# ---- unidade_controle ----
### Placement view, unidade_controle

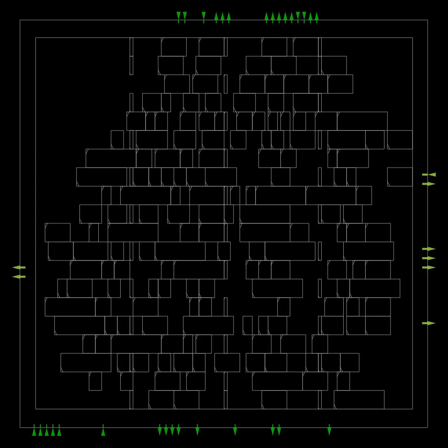

===== src/rtl/unidade_controle_pkg.sv =====
// -----------------------------------------------------------------------------
// unidade_controle_pkg
// Shared encodings for the multicycle control unit and the ULA:
//   - OP_*    : 3-bit opcodes taken from Instrucao[7:5]
//   - ULA_*   : 2-bit UlaOp codes consumed by the ULA
//   - estado_t: FSM state encoding of unidade_controle
// -----------------------------------------------------------------------------
package unidade_controle_pkg;

  localparam logic [2:0] OP_ADD   = 3'b000;
  localparam logic [2:0] OP_SUB   = 3'b001;
  localparam logic [2:0] OP_BEQ   = 3'b010;
  localparam logic [2:0] OP_BPAR  = 3'b011;
  localparam logic [2:0] OP_LOAD  = 3'b100;
  localparam logic [2:0] OP_STORE = 3'b101;
  localparam logic [2:0] OP_JUMP  = 3'b110;
  localparam logic [2:0] OP_HALT  = 3'b111;

  localparam logic [1:0] ULA_ADD = 2'b10;
  localparam logic [1:0] ULA_SUB = 2'b01;
  localparam logic [1:0] ULA_CMP = 2'b00;
  localparam logic [1:0] ULA_PAR = 2'b11;

  typedef enum logic [2:0] {
    BUSCA      = 3'd0,
    DECODIFICA = 3'd1,
    EXECUTA    = 3'd2,
    ESCRITA    = 3'd3,
    MEMORIA    = 3'd4,
    DESVIO     = 3'd5,
    PARADO     = 3'd6
  } estado_t;

endpackage


===== src/rtl/unidade_controle.sv =====
// -----------------------------------------------------------------------------
// unidade_controle
// Multicycle control FSM for the 8-bit datapath. Sequences fetch, decode,
// execute/memory and write-back/branch steps, drives the ULA operation and
// the register/memory/PC strobes, and counts retired instructions.
//
// Optional build macro: MEM_ESPERA_EN adds input MemPronto; BUSCA and MEMORIA
// then wait (holding their strobes) until memory signals ready.
//
// Ports:
//   clock          in   system clock, rising edge
//   reset          in   synchronous active-high reset
//   MemPronto      in   memory ready (only with MEM_ESPERA_EN)
//   Instrucao[7:0] in   IR contents, opcode = Instrucao[7:5]
//   Zero           in   ULA equality flag (used only in DESVIO)
//   Sip            in   ULA "Dado1 even" flag (used only in DESVIO)
//   UlaOp[1:0]     out  ULA operation select
//   PCWrite        out  load PC
//   PCSrc          out  0 = PC+1, 1 = branch/jump target
//   IRWrite        out  load IR from memory
//   MemRead        out  memory read strobe
//   MemWrite       out  memory write strobe
//   RegWrite       out  register-file write enable
//   MemToReg       out  write-back source (1 = memory data)
//   Parado         out  high while halted
//   InstrRetiradas out  retired-instruction count, wraps
// -----------------------------------------------------------------------------
module unidade_controle
  import unidade_controle_pkg::*;
#(
  parameter int CNT_WIDTH = 16
) (
  input  logic                 clock,
  input  logic                 reset,
`ifdef MEM_ESPERA_EN
  input  logic                 MemPronto,
`endif
  input  logic [7:0]           Instrucao,
  input  logic                 Zero,
  input  logic                 Sip,
  output logic [1:0]           UlaOp,
  output logic                 PCWrite,
  output logic                 PCSrc,
  output logic                 IRWrite,
  output logic                 MemRead,
  output logic                 MemWrite,
  output logic                 RegWrite,
  output logic                 MemToReg,
  output logic                 Parado,
  output logic [CNT_WIDTH-1:0] InstrRetiradas
);

  estado_t    estado;
  estado_t    proximo;
  logic [2:0] opcode;
  logic       mem_pronto;
  logic       retira;

  // Only the opcode field of the instruction matters to control.
  logic unused_campos;
  assign unused_campos = ^Instrucao[4:0];

`ifdef MEM_ESPERA_EN
  assign mem_pronto = MemPronto;
`else
  assign mem_pronto = 1'b1;
`endif

  // NOTE: sequential state uses non-blocking assignments so every register
  // samples the pre-edge values of its neighbours.
  always_ff @(posedge clock) begin
    if (reset) begin
      estado         <= BUSCA;
      opcode         <= OP_ADD;
      InstrRetiradas <= '0;
    end else begin
      estado <= proximo;
      if (estado == DECODIFICA) opcode <= Instrucao[7:5];
      if (retira) InstrRetiradas <= InstrRetiradas + CNT_WIDTH'(1);
    end
  end

  // Next state and retire pulse. Retire marks the edge that leaves the last
  // state of an instruction; HALT retires on its way into PARADO.
  // NOTE: every always_comb output gets a default first so no latch is inferred.
  always_comb begin
    proximo = estado;
    retira  = 1'b0;
    unique case (estado)
      BUSCA: if (mem_pronto) proximo = DECODIFICA;
      DECODIFICA: begin
        unique case (Instrucao[7:5])
          OP_ADD, OP_SUB:            proximo = EXECUTA;
          OP_LOAD, OP_STORE:         proximo = MEMORIA;
          OP_BEQ, OP_BPAR, OP_JUMP:  proximo = DESVIO;
          default: begin
            proximo = PARADO;
            retira  = 1'b1;
          end
        endcase
      end
      EXECUTA: proximo = ESCRITA;
      ESCRITA: begin
        proximo = BUSCA;
        retira  = 1'b1;
      end
      MEMORIA: begin
        if (mem_pronto) begin
          if (opcode == OP_LOAD) begin
            proximo = ESCRITA;
          end else begin
            proximo = BUSCA;
            retira  = 1'b1;
          end
        end
      end
      DESVIO: begin
        proximo = BUSCA;
        retira  = 1'b1;
      end
      PARADO: proximo = PARADO;
      default: proximo = BUSCA;
    endcase
  end

  // Output decode from registered state and latched opcode. Reset forces
  // every strobe low in the reset cycle itself, regardless of the old state.
  always_comb begin
    UlaOp    = ULA_CMP;
    PCWrite  = 1'b0;
    PCSrc    = 1'b0;
    IRWrite  = 1'b0;
    MemRead  = 1'b0;
    MemWrite = 1'b0;
    RegWrite = 1'b0;
    MemToReg = 1'b0;
    Parado   = 1'b0;
    if (!reset) begin
      unique case (estado)
        BUSCA: begin
          MemRead = 1'b1;
          // IR and PC load only on the cycle the fetched word is valid.
          IRWrite = mem_pronto;
          PCWrite = mem_pronto;
        end
        EXECUTA: UlaOp = (opcode == OP_SUB) ? ULA_SUB : ULA_ADD;
        ESCRITA: begin
          RegWrite = 1'b1;
          // Keep the EXECUTA op so the combinational result stays stable.
          if (opcode == OP_ADD)      UlaOp = ULA_ADD;
          else if (opcode == OP_SUB) UlaOp = ULA_SUB;
          MemToReg = (opcode == OP_LOAD);
        end
        MEMORIA: begin
          MemRead  = (opcode == OP_LOAD);
          MemWrite = (opcode == OP_STORE);
        end
        DESVIO: begin
          PCSrc = 1'b1;
          if (opcode == OP_BEQ) begin
            UlaOp   = ULA_CMP;
            PCWrite = Zero;
          end else if (opcode == OP_BPAR) begin
            UlaOp   = ULA_PAR;
            PCWrite = Sip;
          end else begin
            PCWrite = 1'b1;
          end
        end
        PARADO: Parado = 1'b1;
        default: ;
      endcase
    end
  end

endmodule


===== config.mk =====
export PLATFORM = sky130hd
export DESIGN_NAME = unidade_controle
export DESIGN_NICKNAME = d
export VERILOG_FILES = /design/src/rtl/unidade_controle_pkg.sv /design/src/rtl/unidade_controle.sv
export SDC_FILE = /design/constraint.sdc
export NUM_CORES = 1
export LEC_CHECK = 0
export CORE_MARGIN = 2
export CORE_UTILIZATION = 41
export DETAILED_ROUTE_END_ITERATION = 6
export MAX_ROUTING_LAYER = met4
export PLACE_DENSITY = 0.72
export SLEW_MARGIN = 5
export SYNTH_ARGS = -nofsm -noshare
export SYNTH_HDL_FRONTEND = slang
export SYNTH_SLANG_ARGS = --single-unit

===== constraint.sdc =====
create_clock -name clock -period 4.85 [get_ports clock]
set_clock_uncertainty 0.05 [all_clocks]
set_input_delay 0.485 -clock clock [delete_from_list [all_inputs] [get_ports clock]]
set_output_delay 0.485 -clock clock [all_outputs]
set_load 0.02 [all_outputs]

# ---- seg_display_ctrl_flat ----
<file path="src/rtl/seg_display_pkg.sv">
// Shared types and glyph data for the multiplexed seven-segment controller.
package seg_display_pkg;

  typedef enum logic [1:0] {
    MODE_OFF   = 2'd0,
    MODE_ARITH = 2'd1,
    MODE_SCAN  = 2'd2,
    MODE_HOLD  = 2'd3
  } mode_e;

  localparam logic [6:0] SEG_BLANK = 7'h7F;

  // Active-low {g,f,e,d,c,b,a}; b and d are the lower-case forms.
  localparam logic [6:0] GLYPH [16] = '{
    7'h40, 7'h79, 7'h24, 7'h30,
    7'h19, 7'h12, 7'h02, 7'h78,
    7'h00, 7'h10, 7'h08, 7'h03,
    7'h46, 7'h21, 7'h06, 7'h0E
  };

  function automatic logic [6:0] glyph_of(input logic [3:0] nibble);
    return GLYPH[nibble];
  endfunction

endpackage

</file>
<file path="src/rtl/seg_display_ctrl_if.sv">
// Controller-side and pin-side signals of the seven-segment display block.
interface seg_display_ctrl_if #(
  parameter int NUM_DIGITS = 4,
  parameter int MEM_DEPTH  = 8
);
  localparam int AW = $clog2(MEM_DEPTH);

  logic [1:0]             mode;
  logic [AW-1:0]          src_a;
  logic [AW-1:0]          src_b;
  logic [AW-1:0]          dst;
  logic [4*MEM_DEPTH-1:0] mem_flat;
  logic [6:0]             seg;
  logic [NUM_DIGITS-1:0]  an;
  logic [AW-1:0]          scan_addr;
  logic                   scan_wrap;

  modport master (
    output mode, src_a, src_b, dst, mem_flat,
    input  seg, an, scan_addr, scan_wrap
  );

  modport slave (
    input  mode, src_a, src_b, dst, mem_flat,
    output seg, an, scan_addr, scan_wrap
  );

endinterface

</file>
<file path="src/rtl/hex7seg.sv">
// Combinational nibble to active-low seven-segment glyph.
module hex7seg
  import seg_display_pkg::*;
(
  input  logic [3:0] nibble_i,
  output logic [6:0] glyph_o
);

  assign glyph_o = glyph_of(nibble_i);

endmodule

</file>
<file path="src/rtl/seg_display_ctrl.sv">
// Multiplexed common-anode display driver with operand view and timed register scan.
module seg_display_ctrl
  import seg_display_pkg::*;
#(
  parameter int NUM_DIGITS  = 4,
  parameter int REFRESH_DIV = 100_000,
  parameter int STEP_DIV    = 100_000_000,
  parameter int MEM_DEPTH   = 8,
  parameter int AW          = $clog2(MEM_DEPTH)
) (
  input logic CLK,
  input logic reset,
  seg_display_ctrl_if.slave bus
);

  localparam int DW = (NUM_DIGITS > 1) ? $clog2(NUM_DIGITS) : 1;
  localparam int RW = $clog2(REFRESH_DIV + 1);
  localparam int SW = $clog2(STEP_DIV + 1);

  localparam logic [AW:0]   DEPTH_EXT = (AW+1)'(MEM_DEPTH);
  localparam logic [AW-1:0] LAST_ADDR = AW'(MEM_DEPTH - 1);
  localparam logic [DW-1:0] TOP_DIGIT = DW'(NUM_DIGITS - 1);
  localparam logic [DW-1:0] SUB_DIGIT = DW'(NUM_DIGITS - 2);

  logic [3:0] mem_arr [MEM_DEPTH];

  for (genvar gi = 0; gi < MEM_DEPTH; gi++) begin : g_mem
    assign mem_arr[gi] = bus.mem_flat[4*gi +: 4];
  end

  mode_e mode_in;
  assign mode_in = mode_e'(bus.mode);

  logic [RW-1:0] refresh_q, refresh_d;
  logic [DW-1:0] digit_q,   digit_d;

  always_comb begin
    refresh_d = refresh_q + RW'(1);
    digit_d   = digit_q;
    if (refresh_q == RW'(REFRESH_DIV - 1)) begin
      refresh_d = '0;
      digit_d   = (digit_q == TOP_DIGIT) ? '0 : digit_q + DW'(1);
    end
  end

  mode_e         prev_mode_q;
  logic [SW-1:0] step_q,      step_d;
  logic [AW-1:0] scan_addr_q, scan_addr_d;
  logic          scan_wrap_q, scan_wrap_d;
  logic [AW:0]   end_sum;
  logic [AW-1:0] end_addr;
  logic          entering_scan;

  // End address is clipped to the last register when src_a + dst overflows the file.
  assign end_sum       = {1'b0, bus.src_a} + {1'b0, bus.dst};
  assign end_addr      = (end_sum >= DEPTH_EXT) ? LAST_ADDR : end_sum[AW-1:0];
  assign entering_scan = (prev_mode_q == MODE_OFF) || (prev_mode_q == MODE_ARITH);

  always_comb begin
    step_d      = step_q;
    scan_addr_d = scan_addr_q;
    scan_wrap_d = 1'b0;
    unique case (mode_in)
      MODE_SCAN: begin
        if (entering_scan) begin
          scan_addr_d = bus.src_a;
          step_d      = '0;
        end else if (step_q == SW'(STEP_DIV - 1)) begin
          step_d = '0;
          if ((scan_addr_q == end_addr) || (scan_addr_q == LAST_ADDR)) begin
            scan_addr_d = bus.src_a;
            scan_wrap_d = 1'b1;
          end else begin
            scan_addr_d = scan_addr_q + AW'(1);
          end
        end else begin
          step_d = step_q + SW'(1);
        end
      end
      MODE_HOLD: begin
        step_d = step_q;
      end
      default: begin
        step_d = '0;
      end
    endcase
  end

  logic [3:0]            nibble_sel;
  logic                  show_digit;
  logic [6:0]            glyph;
  logic [6:0]            seg_q, seg_d;
  logic [NUM_DIGITS-1:0] an_q,  an_d;

  always_comb begin
    nibble_sel = '0;
    show_digit = 1'b0;
    unique case (mode_in)
      MODE_ARITH: begin
        if (digit_q == TOP_DIGIT) begin
          nibble_sel = mem_arr[bus.src_a];
          show_digit = 1'b1;
        end else if (digit_q == SUB_DIGIT) begin
          nibble_sel = mem_arr[bus.src_b];
          show_digit = 1'b1;
        end else if (digit_q == '0) begin
          nibble_sel = mem_arr[bus.dst];
          show_digit = 1'b1;
        end
      end
      MODE_SCAN, MODE_HOLD: begin
        if (digit_q == TOP_DIGIT) begin
          nibble_sel = 4'(scan_addr_q);
          show_digit = 1'b1;
        end else if (digit_q == '0) begin
          nibble_sel = mem_arr[scan_addr_q];
          show_digit = 1'b1;
        end
      end
      default: begin
        show_digit = 1'b0;
      end
    endcase
  end

  hex7seg u_hex7seg (
    .nibble_i (nibble_sel),
    .glyph_o  (glyph)
  );

  // Segments and anode are registered from the same digit index so they switch together.
  always_comb begin
    seg_d = show_digit ? glyph : SEG_BLANK;
    an_d  = ~(NUM_DIGITS'(1) << digit_q);
  end

  always_ff @(posedge CLK or negedge reset) begin
    if (!reset) begin
      refresh_q   <= '0;
      digit_q     <= '0;
      step_q      <= '0;
      scan_addr_q <= '0;
      scan_wrap_q <= 1'b0;
      prev_mode_q <= MODE_OFF;
      seg_q       <= SEG_BLANK;
      an_q        <= '1;
    end else begin
      refresh_q   <= refresh_d;
      digit_q     <= digit_d;
      step_q      <= step_d;
      scan_addr_q <= scan_addr_d;
      scan_wrap_q <= scan_wrap_d;
      prev_mode_q <= mode_in;
      seg_q       <= seg_d;
      an_q        <= an_d;
    end
  end

  assign bus.seg       = seg_q;
  assign bus.an        = an_q;
  assign bus.scan_addr = scan_addr_q;
  assign bus.scan_wrap = scan_wrap_q;

endmodule

</file>
<file path="src/flat_wrapper.sv">
// flat-port wrapper written by rule: the top's interface ports become plain ports
module seg_display_ctrl_flat import seg_display_pkg::*;
#(
  parameter int NUM_DIGITS  = 4,
  parameter int REFRESH_DIV = 100_000,
  parameter int STEP_DIV    = 100_000_000,
  parameter int MEM_DEPTH   = 8,
  parameter int AW          = $clog2(MEM_DEPTH)
)
  (CLK, reset, bus_mode, bus_src_a, bus_src_b, bus_dst, bus_mem_flat, bus_seg, bus_an, bus_scan_addr, bus_scan_wrap);
  seg_display_ctrl_if #(.NUM_DIGITS(NUM_DIGITS), .MEM_DEPTH(MEM_DEPTH)) bus_i ();
  input logic CLK;
  input logic reset;
  input wire logic [$bits(bus_i.mode)-1:0] bus_mode;
  input wire logic [$bits(bus_i.src_a)-1:0] bus_src_a;
  input wire logic [$bits(bus_i.src_b)-1:0] bus_src_b;
  input wire logic [$bits(bus_i.dst)-1:0] bus_dst;
  input wire logic [$bits(bus_i.mem_flat)-1:0] bus_mem_flat;
  output wire logic [$bits(bus_i.seg)-1:0] bus_seg;
  output wire logic [$bits(bus_i.an)-1:0] bus_an;
  output wire logic [$bits(bus_i.scan_addr)-1:0] bus_scan_addr;
  output wire logic [$bits(bus_i.scan_wrap)-1:0] bus_scan_wrap;
  assign bus_i.mode = bus_mode;
  assign bus_i.src_a = bus_src_a;
  assign bus_i.src_b = bus_src_b;
  assign bus_i.dst = bus_dst;
  assign bus_i.mem_flat = bus_mem_flat;
  assign bus_seg = bus_i.seg;
  assign bus_an = bus_i.an;
  assign bus_scan_addr = bus_i.scan_addr;
  assign bus_scan_wrap = bus_i.scan_wrap;
  seg_display_ctrl #(.NUM_DIGITS(NUM_DIGITS), .REFRESH_DIV(REFRESH_DIV), .STEP_DIV(STEP_DIV), .MEM_DEPTH(MEM_DEPTH), .AW(AW)) u_core (.CLK(CLK), .reset(reset), .bus(bus_i));
endmodule
</file>
<file path="config.mk">
export PLATFORM = sky130hd
export DESIGN_NAME = seg_display_ctrl_flat
export DESIGN_NICKNAME = d
export VERILOG_FILES = /design/src/rtl/seg_display_pkg.sv /design/src/rtl/seg_display_ctrl_if.sv /design/src/rtl/hex7seg.sv /design/src/rtl/seg_display_ctrl.sv /design/src/flat_wrapper.sv
export SDC_FILE = /design/constraint.sdc
export NUM_CORES = 1
export LEC_CHECK = 0
export CELL_PAD_IN_SITES_DETAIL_PLACEMENT = 0
export CELL_PAD_IN_SITES_GLOBAL_PLACEMENT = 1
export CORE_MARGIN = 4
export CORE_UTILIZATION = 44
export DETAILED_ROUTE_END_ITERATION = 16
export PLACE_DENSITY = 0.9
export SYNTH_ARGS = -nofsm -noshare
export SYNTH_HDL_FRONTEND = slang
export SYNTH_SLANG_ARGS = --single-unit
</file>
<file path="constraint.sdc">
create_clock -name CLK -period 3.5 [get_ports CLK]
set_input_delay 0.525 -clock CLK [delete_from_list [all_inputs] [get_ports CLK]]
set_output_delay 0.525 -clock CLK [all_outputs]
set_load 0.02 [all_outputs]
</file>
# ---- batalha_naval_jogo ----
### config.mk
export PLATFORM = sky130hd
export DESIGN_NAME = batalha_naval_jogo
export DESIGN_NICKNAME = d
export VERILOG_FILES = /design/src/rtl/batalha_naval_jogo.sv
export SDC_FILE = /design/constraint.sdc
export NUM_CORES = 1
export LEC_CHECK = 0
export CAP_MARGIN = 15
export CORE_ASPECT_RATIO = 1.1
export CORE_MARGIN = 3
export CORE_UTILIZATION = 40
export CTS_CLUSTER_SIZE = 14
export DETAILED_ROUTE_END_ITERATION = 8
export GPL_TIMING_DRIVEN = 0
export HOLD_SLACK_MARGIN = 0.05
export PLACE_DENSITY = 0.6
export SYNTH_ARGS = -nofsm -noshare
export SYNTH_HDL_FRONTEND = slang
export SYNTH_SLANG_ARGS = --single-unit
### constraint.sdc
create_clock -name CLOCK_50 -period 2.71 [get_ports CLOCK_50]
set_clock_uncertainty 0.15 [all_clocks]
set_input_delay 0.542 -clock CLOCK_50 [delete_from_list [all_inputs] [get_ports CLOCK_50]]
set_output_delay 0.542 -clock CLOCK_50 [all_outputs]
set_load 0.05 [all_outputs]
### src/rtl/batalha_naval_jogo.sv
// Two-player one-cell battleship engine: placement phase, alternating shots,
// hit scoring and winner detection, with every output registered.
module batalha_naval_jogo #(
    parameter int unsigned POS_W      = 3,
    parameter int unsigned SHIPS      = 3,
    parameter int unsigned SCORE_W    = 2,
    parameter int unsigned EXTRA_SHOT = 0
) (
    input  logic               CLOCK_50,
    input  logic               reset,
    input  logic               valid,
    input  logic [POS_W-1:0]   coord,
    output logic [2:0]         state,
    output logic               hit,
    output logic               miss,
    output logic               dup_err,
    output logic [SCORE_W-1:0] score1,
    output logic [SCORE_W-1:0] score2,
    output logic [1:0]         winner
);

    localparam int unsigned        Cells  = 1 << POS_W;
    localparam logic [SCORE_W-1:0] ShipsW = SCORE_W'(SHIPS);

    typedef enum logic [2:0] {
        StPlaceP1  = 3'd0,
        StPlaceP2  = 3'd1,
        StTurnP1   = 3'd2,
        StTurnP2   = 3'd3,
        StGameOver = 3'd4
    } state_e;

    state_e             r_state, w_state_d;
    logic [Cells-1:0]   r_map1, r_map2, w_map1_d, w_map2_d;
    logic [SCORE_W-1:0] r_cnt1, r_cnt2, w_cnt1_d, w_cnt2_d;
    logic [SCORE_W-1:0] r_score1, r_score2, w_score1_d, w_score2_d;
    logic               r_hit, r_miss, r_dup, w_hit_d, w_miss_d, w_dup_d;
    logic [1:0]         r_winner, w_winner_d;

    always_ff @(posedge CLOCK_50) begin
        if (reset) begin
            r_state  <= StPlaceP1;
            r_map1   <= '0;
            r_map2   <= '0;
            r_cnt1   <= '0;
            r_cnt2   <= '0;
            r_score1 <= '0;
            r_score2 <= '0;
            r_hit    <= 1'b0;
            r_miss   <= 1'b0;
            r_dup    <= 1'b0;
            r_winner <= 2'b00;
        end else begin
            r_state  <= w_state_d;
            r_map1   <= w_map1_d;
            r_map2   <= w_map2_d;
            r_cnt1   <= w_cnt1_d;
            r_cnt2   <= w_cnt2_d;
            r_score1 <= w_score1_d;
            r_score2 <= w_score2_d;
            r_hit    <= w_hit_d;
            r_miss   <= w_miss_d;
            r_dup    <= w_dup_d;
            r_winner <= w_winner_d;
        end
    end

    always_comb begin
        w_state_d  = r_state;
        w_map1_d   = r_map1;
        w_map2_d   = r_map2;
        w_cnt1_d   = r_cnt1;
        w_cnt2_d   = r_cnt2;
        w_score1_d = r_score1;
        w_score2_d = r_score2;
        w_hit_d    = 1'b0;
        w_miss_d   = 1'b0;
        w_dup_d    = 1'b0;
        w_winner_d = r_winner;
        if (valid) begin
            unique case (r_state)
                StPlaceP1: begin
                    if (r_map1[coord]) begin
                        w_dup_d = 1'b1;
                    end else begin
                        w_map1_d[coord] = 1'b1;
                        w_cnt1_d        = r_cnt1 + 1'b1;
                        if (w_cnt1_d == ShipsW) w_state_d = StPlaceP2;
                    end
                end
                StPlaceP2: begin
                    if (r_map2[coord]) begin
                        w_dup_d = 1'b1;
                    end else begin
                        w_map2_d[coord] = 1'b1;
                        w_cnt2_d        = r_cnt2 + 1'b1;
                        if (w_cnt2_d == ShipsW) w_state_d = StTurnP1;
                    end
                end
                StTurnP1: begin
                    if (r_map2[coord]) begin
                        w_map2_d[coord] = 1'b0;
                        w_score1_d      = r_score1 + 1'b1;
                        w_hit_d         = 1'b1;
                        if (w_score1_d == ShipsW) begin
                            w_state_d  = StGameOver;
                            w_winner_d = 2'b01;
                        end else begin
                            w_state_d = (EXTRA_SHOT != 0) ? StTurnP1 : StTurnP2;
                        end
                    end else begin
                        w_miss_d  = 1'b1;
                        w_state_d = StTurnP2;
                    end
                end
                StTurnP2: begin
                    if (r_map1[coord]) begin
                        w_map1_d[coord] = 1'b0;
                        w_score2_d      = r_score2 + 1'b1;
                        w_hit_d         = 1'b1;
                        if (w_score2_d == ShipsW) begin
                            w_state_d  = StGameOver;
                            w_winner_d = 2'b10;
                        end else begin
                            w_state_d = (EXTRA_SHOT != 0) ? StTurnP2 : StTurnP1;
                        end
                    end else begin
                        w_miss_d  = 1'b1;
                        w_state_d = StTurnP1;
                    end
                end
                // Game over swallows strobes until reset.
                default: ;
            endcase
        end
    end

    assign state   = r_state;
    assign hit     = r_hit;
    assign miss    = r_miss;
    assign dup_err = r_dup;
    assign score1  = r_score1;
    assign score2  = r_score2;
    assign winner  = r_winner;

endmodule

# ---- pipe_addsub ----
[config.mk]
export PLATFORM = sky130hd
export DESIGN_NAME = pipe_addsub
export DESIGN_NICKNAME = d
export VERILOG_FILES = /design/src/rtl/pipe_addsub.sv
export SDC_FILE = /design/constraint.sdc
export NUM_CORES = 1
export LEC_CHECK = 0
export CELL_PAD_IN_SITES_DETAIL_PLACEMENT = 0
export CELL_PAD_IN_SITES_GLOBAL_PLACEMENT = 1
export CORE_MARGIN = 8
export CORE_UTILIZATION = 40
export CTS_BUF_LIST = sky130_fd_sc_hd__clkbuf_2 sky130_fd_sc_hd__clkbuf_4 sky130_fd_sc_hd__clkbuf_8
export CTS_CLUSTER_SIZE = 10
export DETAILED_ROUTE_END_ITERATION = 10
export PLACE_DENSITY = 0.79
export SLEW_MARGIN = 10
export SYNTH_ARGS = -nofsm -noshare
export SYNTH_HDL_FRONTEND = slang
export SYNTH_SLANG_ARGS = --single-unit
export TNS_END_PERCENT = 50
[constraint.sdc]
create_clock -name clk -period 2.1 [get_ports clk]
set_input_delay 0.42 -clock clk [delete_from_list [all_inputs] [get_ports clk]]
set_output_delay 0.42 -clock clk [all_outputs]
set_load 0.02 [all_outputs]
[src/rtl/pipe_addsub.sv]
// Pipelined segmented ripple-carry add/subtract unit with a global-stall valid/ready pipeline.
// Each stage resolves one SEG-bit slice and hands its carry to the next stage.
module pipe_addsub #(
  parameter int unsigned WIDTH = 32,
  parameter int unsigned SEG   = 8
) (
  input  logic             clk,
  input  logic             reset,
  input  logic             in_valid,
  output logic             in_ready,
  input  logic [WIDTH-1:0] a,
  input  logic [WIDTH-1:0] b,
  input  logic             cin,
  input  logic             sub,
  output logic             out_valid,
  input  logic             out_ready,
  output logic [WIDTH-1:0] sum,
  output logic             cout,
  output logic             ovf
);

  localparam int unsigned STAGES = WIDTH / SEG;

  logic             advance;
  logic [WIDTH-1:0] b_eff;
  logic             c0;

  // Inputs of the final stage: resolved lower bits, top operand slice, carry, valid.
  logic [WIDTH-1:0] f_res;
  logic [SEG-1:0]   f_a;
  logic [SEG-1:0]   f_b;
  logic             f_c;
  logic             f_v;

  assign advance  = !out_valid || out_ready;
  assign in_ready = advance;
  assign b_eff    = sub ? ~b : b;
  assign c0       = sub | cin;

  if (STAGES == 1) begin : g_single
    assign f_res = '0;
    assign f_a   = SEG'(a);
    assign f_b   = SEG'(b_eff);
    assign f_c   = c0;
    assign f_v   = in_valid;
  end else begin : g_multi
    localparam int unsigned RW = WIDTH - SEG;

    // Intermediate stages 0..STAGES-2; operands are kept shifted so the next slice sits at bit 0.
    logic             v_q   [STAGES-1];
    logic             c_q   [STAGES-1];
    logic [WIDTH-1:0] res_q [STAGES-1];
    logic [RW-1:0]    a_q   [STAGES-1];
    logic [RW-1:0]    b_q   [STAGES-1];

    logic             v_n   [STAGES-1];
    logic             c_n   [STAGES-1];
    logic [WIDTH-1:0] res_n [STAGES-1];
    logic [RW-1:0]    a_n   [STAGES-1];
    logic [RW-1:0]    b_n   [STAGES-1];
    logic [SEG:0]     t0;
    logic [SEG:0]     tk;

    always_comb begin
      tk = '0;
      for (int k = 0; k < STAGES - 1; k++) begin
        v_n[k]   = 1'b0;
        c_n[k]   = 1'b0;
        res_n[k] = '0;
        a_n[k]   = '0;
        b_n[k]   = '0;
      end

      t0          = {1'b0, a[SEG-1:0]} + {1'b0, b_eff[SEG-1:0]} + (SEG+1)'(c0);
      v_n[0]      = in_valid;
      c_n[0]      = t0[SEG];
      res_n[0]    = '0;
      res_n[0][SEG-1:0] = t0[SEG-1:0];
      a_n[0]      = a[WIDTH-1:SEG];
      b_n[0]      = b_eff[WIDTH-1:SEG];

      for (int k = 1; k < STAGES - 1; k++) begin
        tk       = {1'b0, a_q[k-1][SEG-1:0]} + {1'b0, b_q[k-1][SEG-1:0]} + (SEG+1)'(c_q[k-1]);
        v_n[k]   = v_q[k-1];
        c_n[k]   = tk[SEG];
        res_n[k] = res_q[k-1];
        res_n[k][k*SEG +: SEG] = tk[SEG-1:0];
        a_n[k]   = a_q[k-1] >> SEG;
        b_n[k]   = b_q[k-1] >> SEG;
      end
    end

    always_ff @(posedge clk or negedge reset) begin
      if (!reset) begin
        for (int k = 0; k < STAGES - 1; k++) begin
          v_q[k]   <= 1'b0;
          c_q[k]   <= 1'b0;
          res_q[k] <= '0;
          a_q[k]   <= '0;
          b_q[k]   <= '0;
        end
      end else if (advance) begin
        for (int k = 0; k < STAGES - 1; k++) begin
          v_q[k]   <= v_n[k];
          c_q[k]   <= c_n[k];
          res_q[k] <= res_n[k];
          a_q[k]   <= a_n[k];
          b_q[k]   <= b_n[k];
        end
      end
    end

    assign f_res = res_q[STAGES-2];
    assign f_a   = a_q[STAGES-2][SEG-1:0];
    assign f_b   = b_q[STAGES-2][SEG-1:0];
    assign f_c   = c_q[STAGES-2];
    assign f_v   = v_q[STAGES-2];
  end

  logic [SEG:0]     ft;
  logic [WIDTH-1:0] sum_n;
  logic             cout_n;
  logic             ovf_n;

  // Final slice; overflow uses the carried-forward operand MSBs.
  always_comb begin
    ft     = {1'b0, f_a} + {1'b0, f_b} + (SEG+1)'(f_c);
    sum_n  = f_res;
    sum_n[WIDTH-1 -: SEG] = ft[SEG-1:0];
    cout_n = ft[SEG];
    ovf_n  = (f_a[SEG-1] == f_b[SEG-1]) && (ft[SEG-1] != f_a[SEG-1]);
  end

  always_ff @(posedge clk or negedge reset) begin
    if (!reset) begin
      out_valid <= 1'b0;
      sum       <= '0;
      cout      <= 1'b0;
      ovf       <= 1'b0;
    end else if (advance) begin
      out_valid <= f_v;
      sum       <= sum_n;
      cout      <= cout_n;
      ovf       <= ovf_n;
    end
  end

endmodule


## Gallery

The metal 1 layer.
panel A
(3 px per micron) Supply wires on this layer in gray.
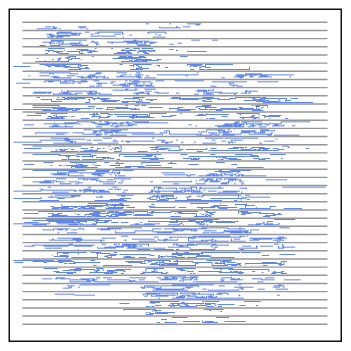
panel B
(4 px per micron) Supply wires on this layer in gray.
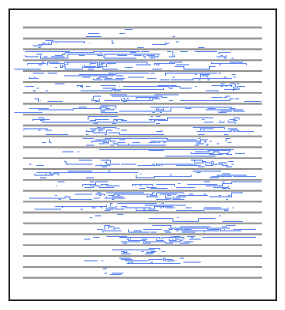
panel C
(2 px per micron) Supply wires on this layer in gray.
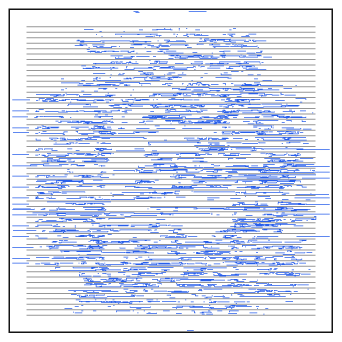
panel D
(6 px per micron) Supply wires on this layer in gray.
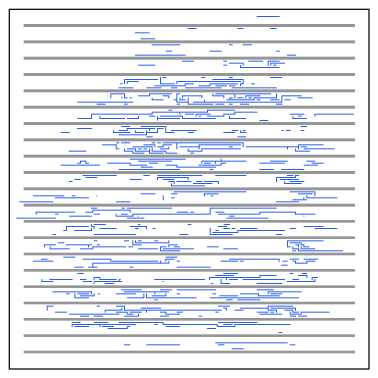
For pipe_addsub, see panel C.
For unidade_controle, see panel D.
For seg_display_ctrl_flat, see panel A.
For batalha_naval_jogo, see panel B.
- smallest die: panel D
- largest die: panel C

Key to panel A:
The wires run mostly horizontal. The layer carries 4940 microns of wire. The layer holds 45% of the routed length. 520 nets have wire on it.

### The metal 3 layer, unidade_controle

(6 px per micron)
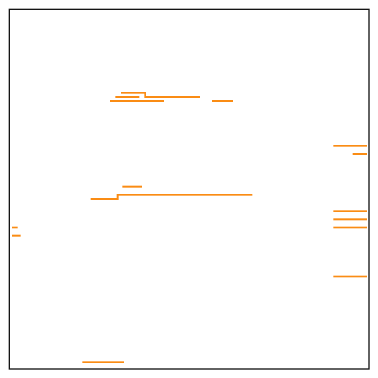
The wires run mostly horizontal. 14 nets have wire on it. The layer holds 3.4% of the routed length. The longest straight run is 22.3 microns.
met3 usage: 0.03896
total wire length: 2875 microns
Via Count: 1228

Notes on 'Placement view' of unidade_controle above:
Tapcell Cnt: 33
Cell Count, Final, Fillers Out: 210
Core Region: 3003 sq um
row count: 20
Fillers: 297

==> results.json, unidade_controle <==
{
  "status": "finished clean",
  "yosys_warnings": 0,
  "hold_start": "InstrRetiradas[6]",
  "clk_pin_slew_ns": 0.12,
  "syn_area_sq_um": 1272,
  "num_antenna_cells": 0,
  "tns_ns": 0,
  "cap_violations": 0,
  "chip_area_sq_um": 3565,
  "dr_wl_met2_microns": 1471,
  "ys_types": 44,
  "ys_sh_simple": 0.3294,
  "rrSetupSlack_ns": 2.53,
  "overflow": 0,
  "layout_setup_ws_ns": 1.852,
  "synthTopCellsByCount": "dfxtp_1 (22), a21oi_1 (15), nor2_1 (12)",
  "grt_max_degree": 31,
  "topCellsByArea": "dfxtp_1 (35%), a21oi_1 (5.9%), o31ai_1 (4.1%)",
  "ioPinCount": 38,
  "antenna_left": 0,
  "syn_avg_cell_area_sq_um": 8.427,
  "first_global_vias": 1081,
  "slowest_stage": "clkdlybuf4s50_1",
  "final_area_sq_um": 1604,
  "fin_total_pwr_mw": 0.3655,
  "synth_async_sr_flop_share": 0,
  "syn2layout_area_growth_pct": 26.06,
  "mostFrequentLayoutCell": "clkdlybuf4s50_1",
  "crit_family": "buffers and inverters",
  "yosys.area.top_type_share": 0.3461,
  "setup_violations": 0,
  "ys_sh_xor": 0.006883
}
[unidade_controle: final cells by class]
cell class | count | area share
Clock buffer | 4 | 0.02262
Inverter | 3 | 0.007020
Multi-Input combinational cell | 115 | 0.4657
Sequential cell | 22 | 0.2746
Tap cell | 33 | 0.02574
Timing Repair Buffer | 33 | 0.2044
[unidade_controle: power by group]
group | switching (mW) | internal (mW) | total, mW
Combinational | 0.0344 | 0.0319 | 0.0663
Sequential | 0.0141 | 0.186 | 0.200
Clock | 0.0529 | 0.0458 | 0.0987
Total | 0.101 | 0.264 | 0.365
[unidade_controle: worst max-delay path by stage]
stage | endpoint | cells past startpoint | startpoint
detailed placement | UlaOp[1] | 6 | reset
finish | UlaOp[1] | 6 | reset
global route | UlaOp[1] | 6 | reset
floorplan | MemRead | 3 | opcode[1]
global placement | UlaOp[1] | 6 | reset
CTS | UlaOp[1] | 6 | reset
[unidade_controle: layer usage]
layer | up-vias | global-route usage
li1 | 621 | -
met5 | - | -
met2 | 22 | 0.3043
met1 | 583 | 0.2072
met3 | 2 | 0.03896
met4 | 0 | 0.04127
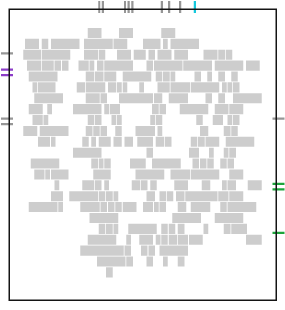
*I/O pins on the die edge, batalha_naval_jogo*
(4 px per micron) Pins as bars across the die edge, other pins in gray.
Key: `winner` = purple [pins 2, direction output, edge left]; `coord` = green [pins 3, direction input, edge right]; `dup_err` = cyan [pins 1, direction output, edge top]
IO buf count: 16
die width: 66.36 microns

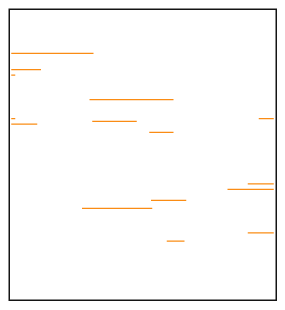
*The metal 3 layer, batalha_naval_jogo*
(4 px per micron)
The longest straight run is 20.7 microns. The layer carries 129 microns of wire. The wires run mostly horizontal.

==> results.json, batalha_naval_jogo <==
{
  "yosysCellCount": 190,
  "syn_inst": 190,
  "netlist_logic_family_top": "AND-OR/OR-AND gates",
  "status": "finished clean",
  "tns_ns": 0,
  "cts_hold_buf": 0,
  "r2r_end": "r_cnt2[1]",
  "slowest_stage": "mux4_2",
  "chip_area_sq_um": 4803,
  "clock_path_buffers": 2,
  "crit_fanout": 8,
  "grt_first_pass_wirelength_microns": 6575,
  "layout_min_cycle_time_ns": 2.367,
  "grt_max_degree": 11,
  "dr.pass1.iters": 4,
  "yosys.area.top_type_share": 0.3997,
  "seq_area_frac_synth": 0.3997,
  "comb_power_share": 0.114,
  "cellLeakagePower_nw": 0.6642,
  "numSynthFlops": 32,
  "clock_power_share": 0.446,
  "cp-end-kind": "flip-flop",
  "num_vias": 1438
}
==> batalha_naval_jogo: layout by cell type, fill, tap and decap left out, types with 2 or more instances in the layout <==
| master | synthesis | routed |
|---|---|---|
| inv_1 | 8 | 8 |
| clkbuf_8 | 0 | 7 |
| nand2b_1 | 5 | 5 |
| nand3b_1 | 4 | 4 |
| xnor2_1 | 2 | 2 |
| a21oi_1 | 31 | 31 |
| o21ai_1 | 8 | 8 |
| a311oi_1 | 2 | 2 |
| clkdlybuf4s50_1 | 0 | 16 |
| ha_1 | 4 | 4 |
| dfxtp_1 | 32 | 32 |
| nor4_1 | 2 | 2 |
| and2_1 | 2 | 2 |
| nand2_1 | 6 | 6 |
| a211oi_1 | 2 | 2 |
| o21ai_0 | 20 | 20 |
| mux2i_1 | 8 | 8 |
| a22oi_1 | 2 | 2 |
| clkbuf_1 | 7 | 6 |
| nor2_1 | 15 | 15 |
| buf_6 | 4 | 4 |
| nand3_1 | 9 | 9 |
| nor2b_1 | 3 | 3 |
==> batalha_naval_jogo: what timing repair did <==
item,4_1_cts,5_1_grt
hold endpoints to repair,0,0
buffers inserted,0,0
resized,0,2
endpoints found under the setup margin,0,6
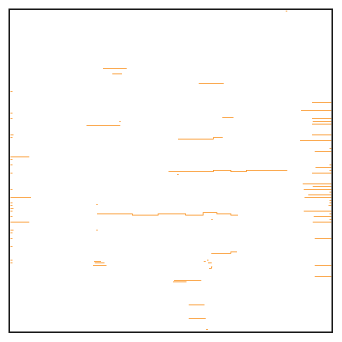
*The metal 3 layer, pipe_addsub*
(2 px per micron)
The wires run mostly horizontal. The longest straight run is 22.3 microns.
total wire length: 17530 microns
met3 usage: 0.03097
Via Count: 6137

==> results.json, pipe_addsub <==
{
  "cellLeakagePower_nw": 5.048,
  "pg_seq_mw": 6.03,
  "pwr_density_cell_nw_per_um2": 1432,
  "status": "finished clean",
  "comb-cell-share": 0.3407,
  "cp_num_cells": 9,
  "syn2layout_area_growth_pct": 25.32,
  "vias_per_cell": 4.600,
  "numSynthFlops": 185,
  "layout_min_cycle_time_ns": 2.048,
  "clkCellAreaFrac": 0.04038,
  "hold_depth": 2,
  "fin_total_pwr_mw": 15.05,
  "signal_buffers": 153,
  "first_global_vias": 6308,
  "cp-end-kind": "flip-flop",
  "post-cts-setup-buffer-count": 2,
  "synthTopCellsByCount": "nand2_1 (443), dfrtp_1 (185), o21ai_0 (47)",
  "switching_share": 0.3793,
  "comb.multi_input.count": 681,
  "dr.pass1.iters": 4,
  "yosys_warnings": 0,
  "port_buffers": 105,
  "adder_share": 0.06090,
  "seq_area_frac_synth": 0.5523,
  "antenna_left": 0,
  "ys_area_sq_um": 8382,
  "ff_latch_area_sq_um": 4629,
  "maxPowerGroup": "combinational logic",
  "antenna_found_initial": 0,
  "layout_setup_ws_ns": 0.05185,
  "synth-edff-count": 0,
  "h-tree-depth": 4,
  "fin_skew_ns": 0.01356,
  "critPathKind": "primary input to flip-flop",
  "min_path_type": "flip-flop to flip-flop",
  "fp_util": 0.4025,
  "flop_cell": "dfrtp_1",
  "pg_comb_mw": 6.48,
  "die_x_microns": 160.8,
  "pre_cts_ws_ns": -0.6781,
  "period_used_share": 0.9753,
  "place_area_sq_um": 9955
}
-- pipe_addsub: worst paths after layout --
kind	start	endpoint	slack [ns]
hold reg to reg	f_v	f_v	0.46
min in group asynchronous	reset	g_multi.v_n[1]	0.49
hold / removal	f_v	f_v	0.46
max in group asynchronous	reset	sum[31]	0.99
setup / recovery	a[0]	g_multi.c_q[2]	0.05
setup reg to reg	g_multi.b_q[48]	g_multi.res_n[14]	0.06
-- pipe_addsub: metal layers --
layer	share of wire	vias up	global-route usage
met5	0	-	0
met4	0.017	0	0.05093
met3	0.031	22	0.03097
met2	0.46	93	0.2280
met1	0.49	2839	0.1870
li1	-	3183	-
-- pipe_addsub: layout by cell type (no fill, tap or decap), drive strengths merged, types with 2 or more instances in the layout --
cell type and n:
a21oi 17, bufinv 3, o21ai 62, fa 8
a21o 5, nor3 14, xor2 21, nor2 12
a31oi 4, or3 3, o211ai 6, o31ai 2
clkbuf 20, clkinvlp 4, xnor2 27, dlygate4sd2 2
a211oi 9, buf 49, ha 28, o21bai 4
inv 10, nand2 443, clkdlybuf4s50 100, nand2b 4
clkinv 4, dfrtp 185, nor2b 5
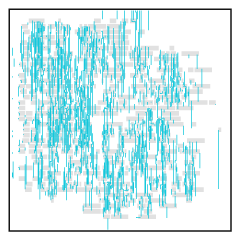
*Met2 routing, seg_display_ctrl_flat*
(2 px per micron) Cells faint in the background.
492 nets have wire on it. The layer carries 5300 microns of wire. The wires run mostly vertical.
total wire length: 11000 microns
Via Count: 3897
grt met2 use: 0.3176

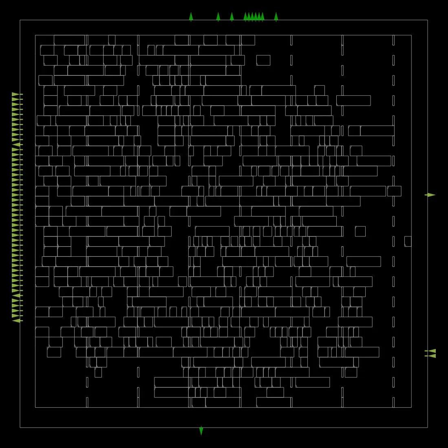
*Placement view, seg_display_ctrl_flat*
Cell Count, Final, Fillers Out: 657
fraction of area in registers: 0.2836

==> results.json, seg_display_ctrl_flat <==
{
  "r2r_cells": 7,
  "comb_power_share": 0.333,
  "fin_total_pwr_mw": 2.172,
  "topCellsByArea": "dfrtp_1 (28%), mux4_1 (7.4%), mux4_2 (7.4%)",
  "yosysCellCount": 455,
  "ys_area_sq_um": 4594,
  "clk_pin_slew_ns": 0.07,
  "maxPowerGroup": "registers",
  "power.switching_mw": 0.6915,
  "yosys.area.top_type": "dfrtp_1",
  "port_buffers": 59,
  "crit_family": "buffers and inverters",
  "final-nonclk-buf-share": 0.1238,
  "overflow": 0,
  "cellLeakagePower_nw": 2.241,
  "yosys_warnings": 0,
  "h-tree-depth": 3,
  "switching_share": 0.3184,
  "crit_start": "bus_dst[0]",
  "comb.multi_input.count": 347,
  "post_cts_resized": 0,
  "clkbuf_count": 10,
  "pwr_density_cell_nw_per_um2": 393.5,
  "cts_tree": "done",
  "numCtsBuffers": 9,
  "synth_async_sr_flop_share": 1.000,
  "drc_errors": 0,
  "core_sq_um": 10230,
  "cts_hold_buf": 0,
  "use_met3": 0.03611,
  "cp_num_cells": 10,
  "grt_first_pass_wirelength_microns": 18910,
  "ff_latch_area_sq_um": 1565,
  "clkCellAreaFrac": 0.03446,
  "clock_power_share": 0.281,
  "min_path_type": "primary input to asynchronous set/reset pin",
  "crit_chain": "clkdlybuf4s50_1 > ha_1 > inv_1 > fa_1 > xor2_1 > or3b_2 > a21o_1 > nand4b_1 > nor3_1 > a221o_1",
  "taps": 136,
  "status": "finished clean",
  "path_buffers": 2,
  "largest_reg_flops": 27
}
-- seg_display_ctrl_flat: per-stage QoR --
stage          hold slack [ns]  area (sq um)  setup WS (ns)
6_report                0.1955          5519         0.4829
5_1_grt                 0.2367          5519         0.3528
4_1_cts                 0.2124          5519         0.5022
3_5_place_dp            0.4676          5329         0.1179
3_3_place_gp            0.4562          5329         0.1654
2_1_floorplan           0.2294          4594         0.8088
-- seg_display_ctrl_flat: cell usage in the layout, fill, tap and decap left out, types with 11 or more instances in the layout --
cell	n
clkdlybuf4s50_1	58
o21ai_0	23
mux4_1	13
ha_1	16
xor2_1	12
xnor2_1	11
buf_4	13
mux4_2	15
dfstp_2	11
nand4_1	14
mux2i_1	14
nand2_1	32
nand3_1	23
inv_1	24
nor2_1	30
and3_1	11
a21oi_1	16
dfrtp_1	51
nor3_1	15
-- seg_display_ctrl_flat: cells by family (layout without fill, tap and decap cells) --
group	Yosys count	count (layout)	synth area share
compound gates	79	79	0.1106
xor+xnor	23	23	0.04384
fa+ha+maj	17	17	0.04793
buf+inv	46	112	0.04548
flops	62	62	0.3407
mux	49	49	0.1955
simple gates	179	179	0.2160


## Gallery

Met2 routing.
picture 1
(4 px per micron) Cells faint in the background.
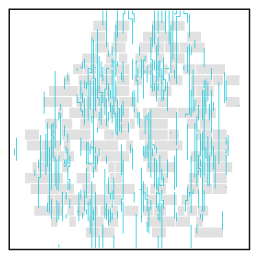
picture 2
(1.5 px per micron) Cells faint in the background.
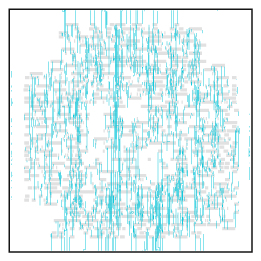
picture 3
(4 px per micron) Cells faint in the background.
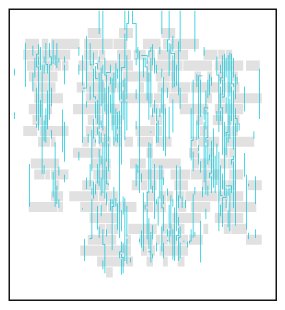
- unidade_controle = picture 1
- pipe_addsub = picture 2
- batalha_naval_jogo = picture 3
Of these, smallest die: picture 1
Of these, largest die: picture 2

Key to picture 2:
The longest straight run is 61.9 microns. The layer carries 8090 microns of wire.

Power is estimated from default activity; no workload was simulated.
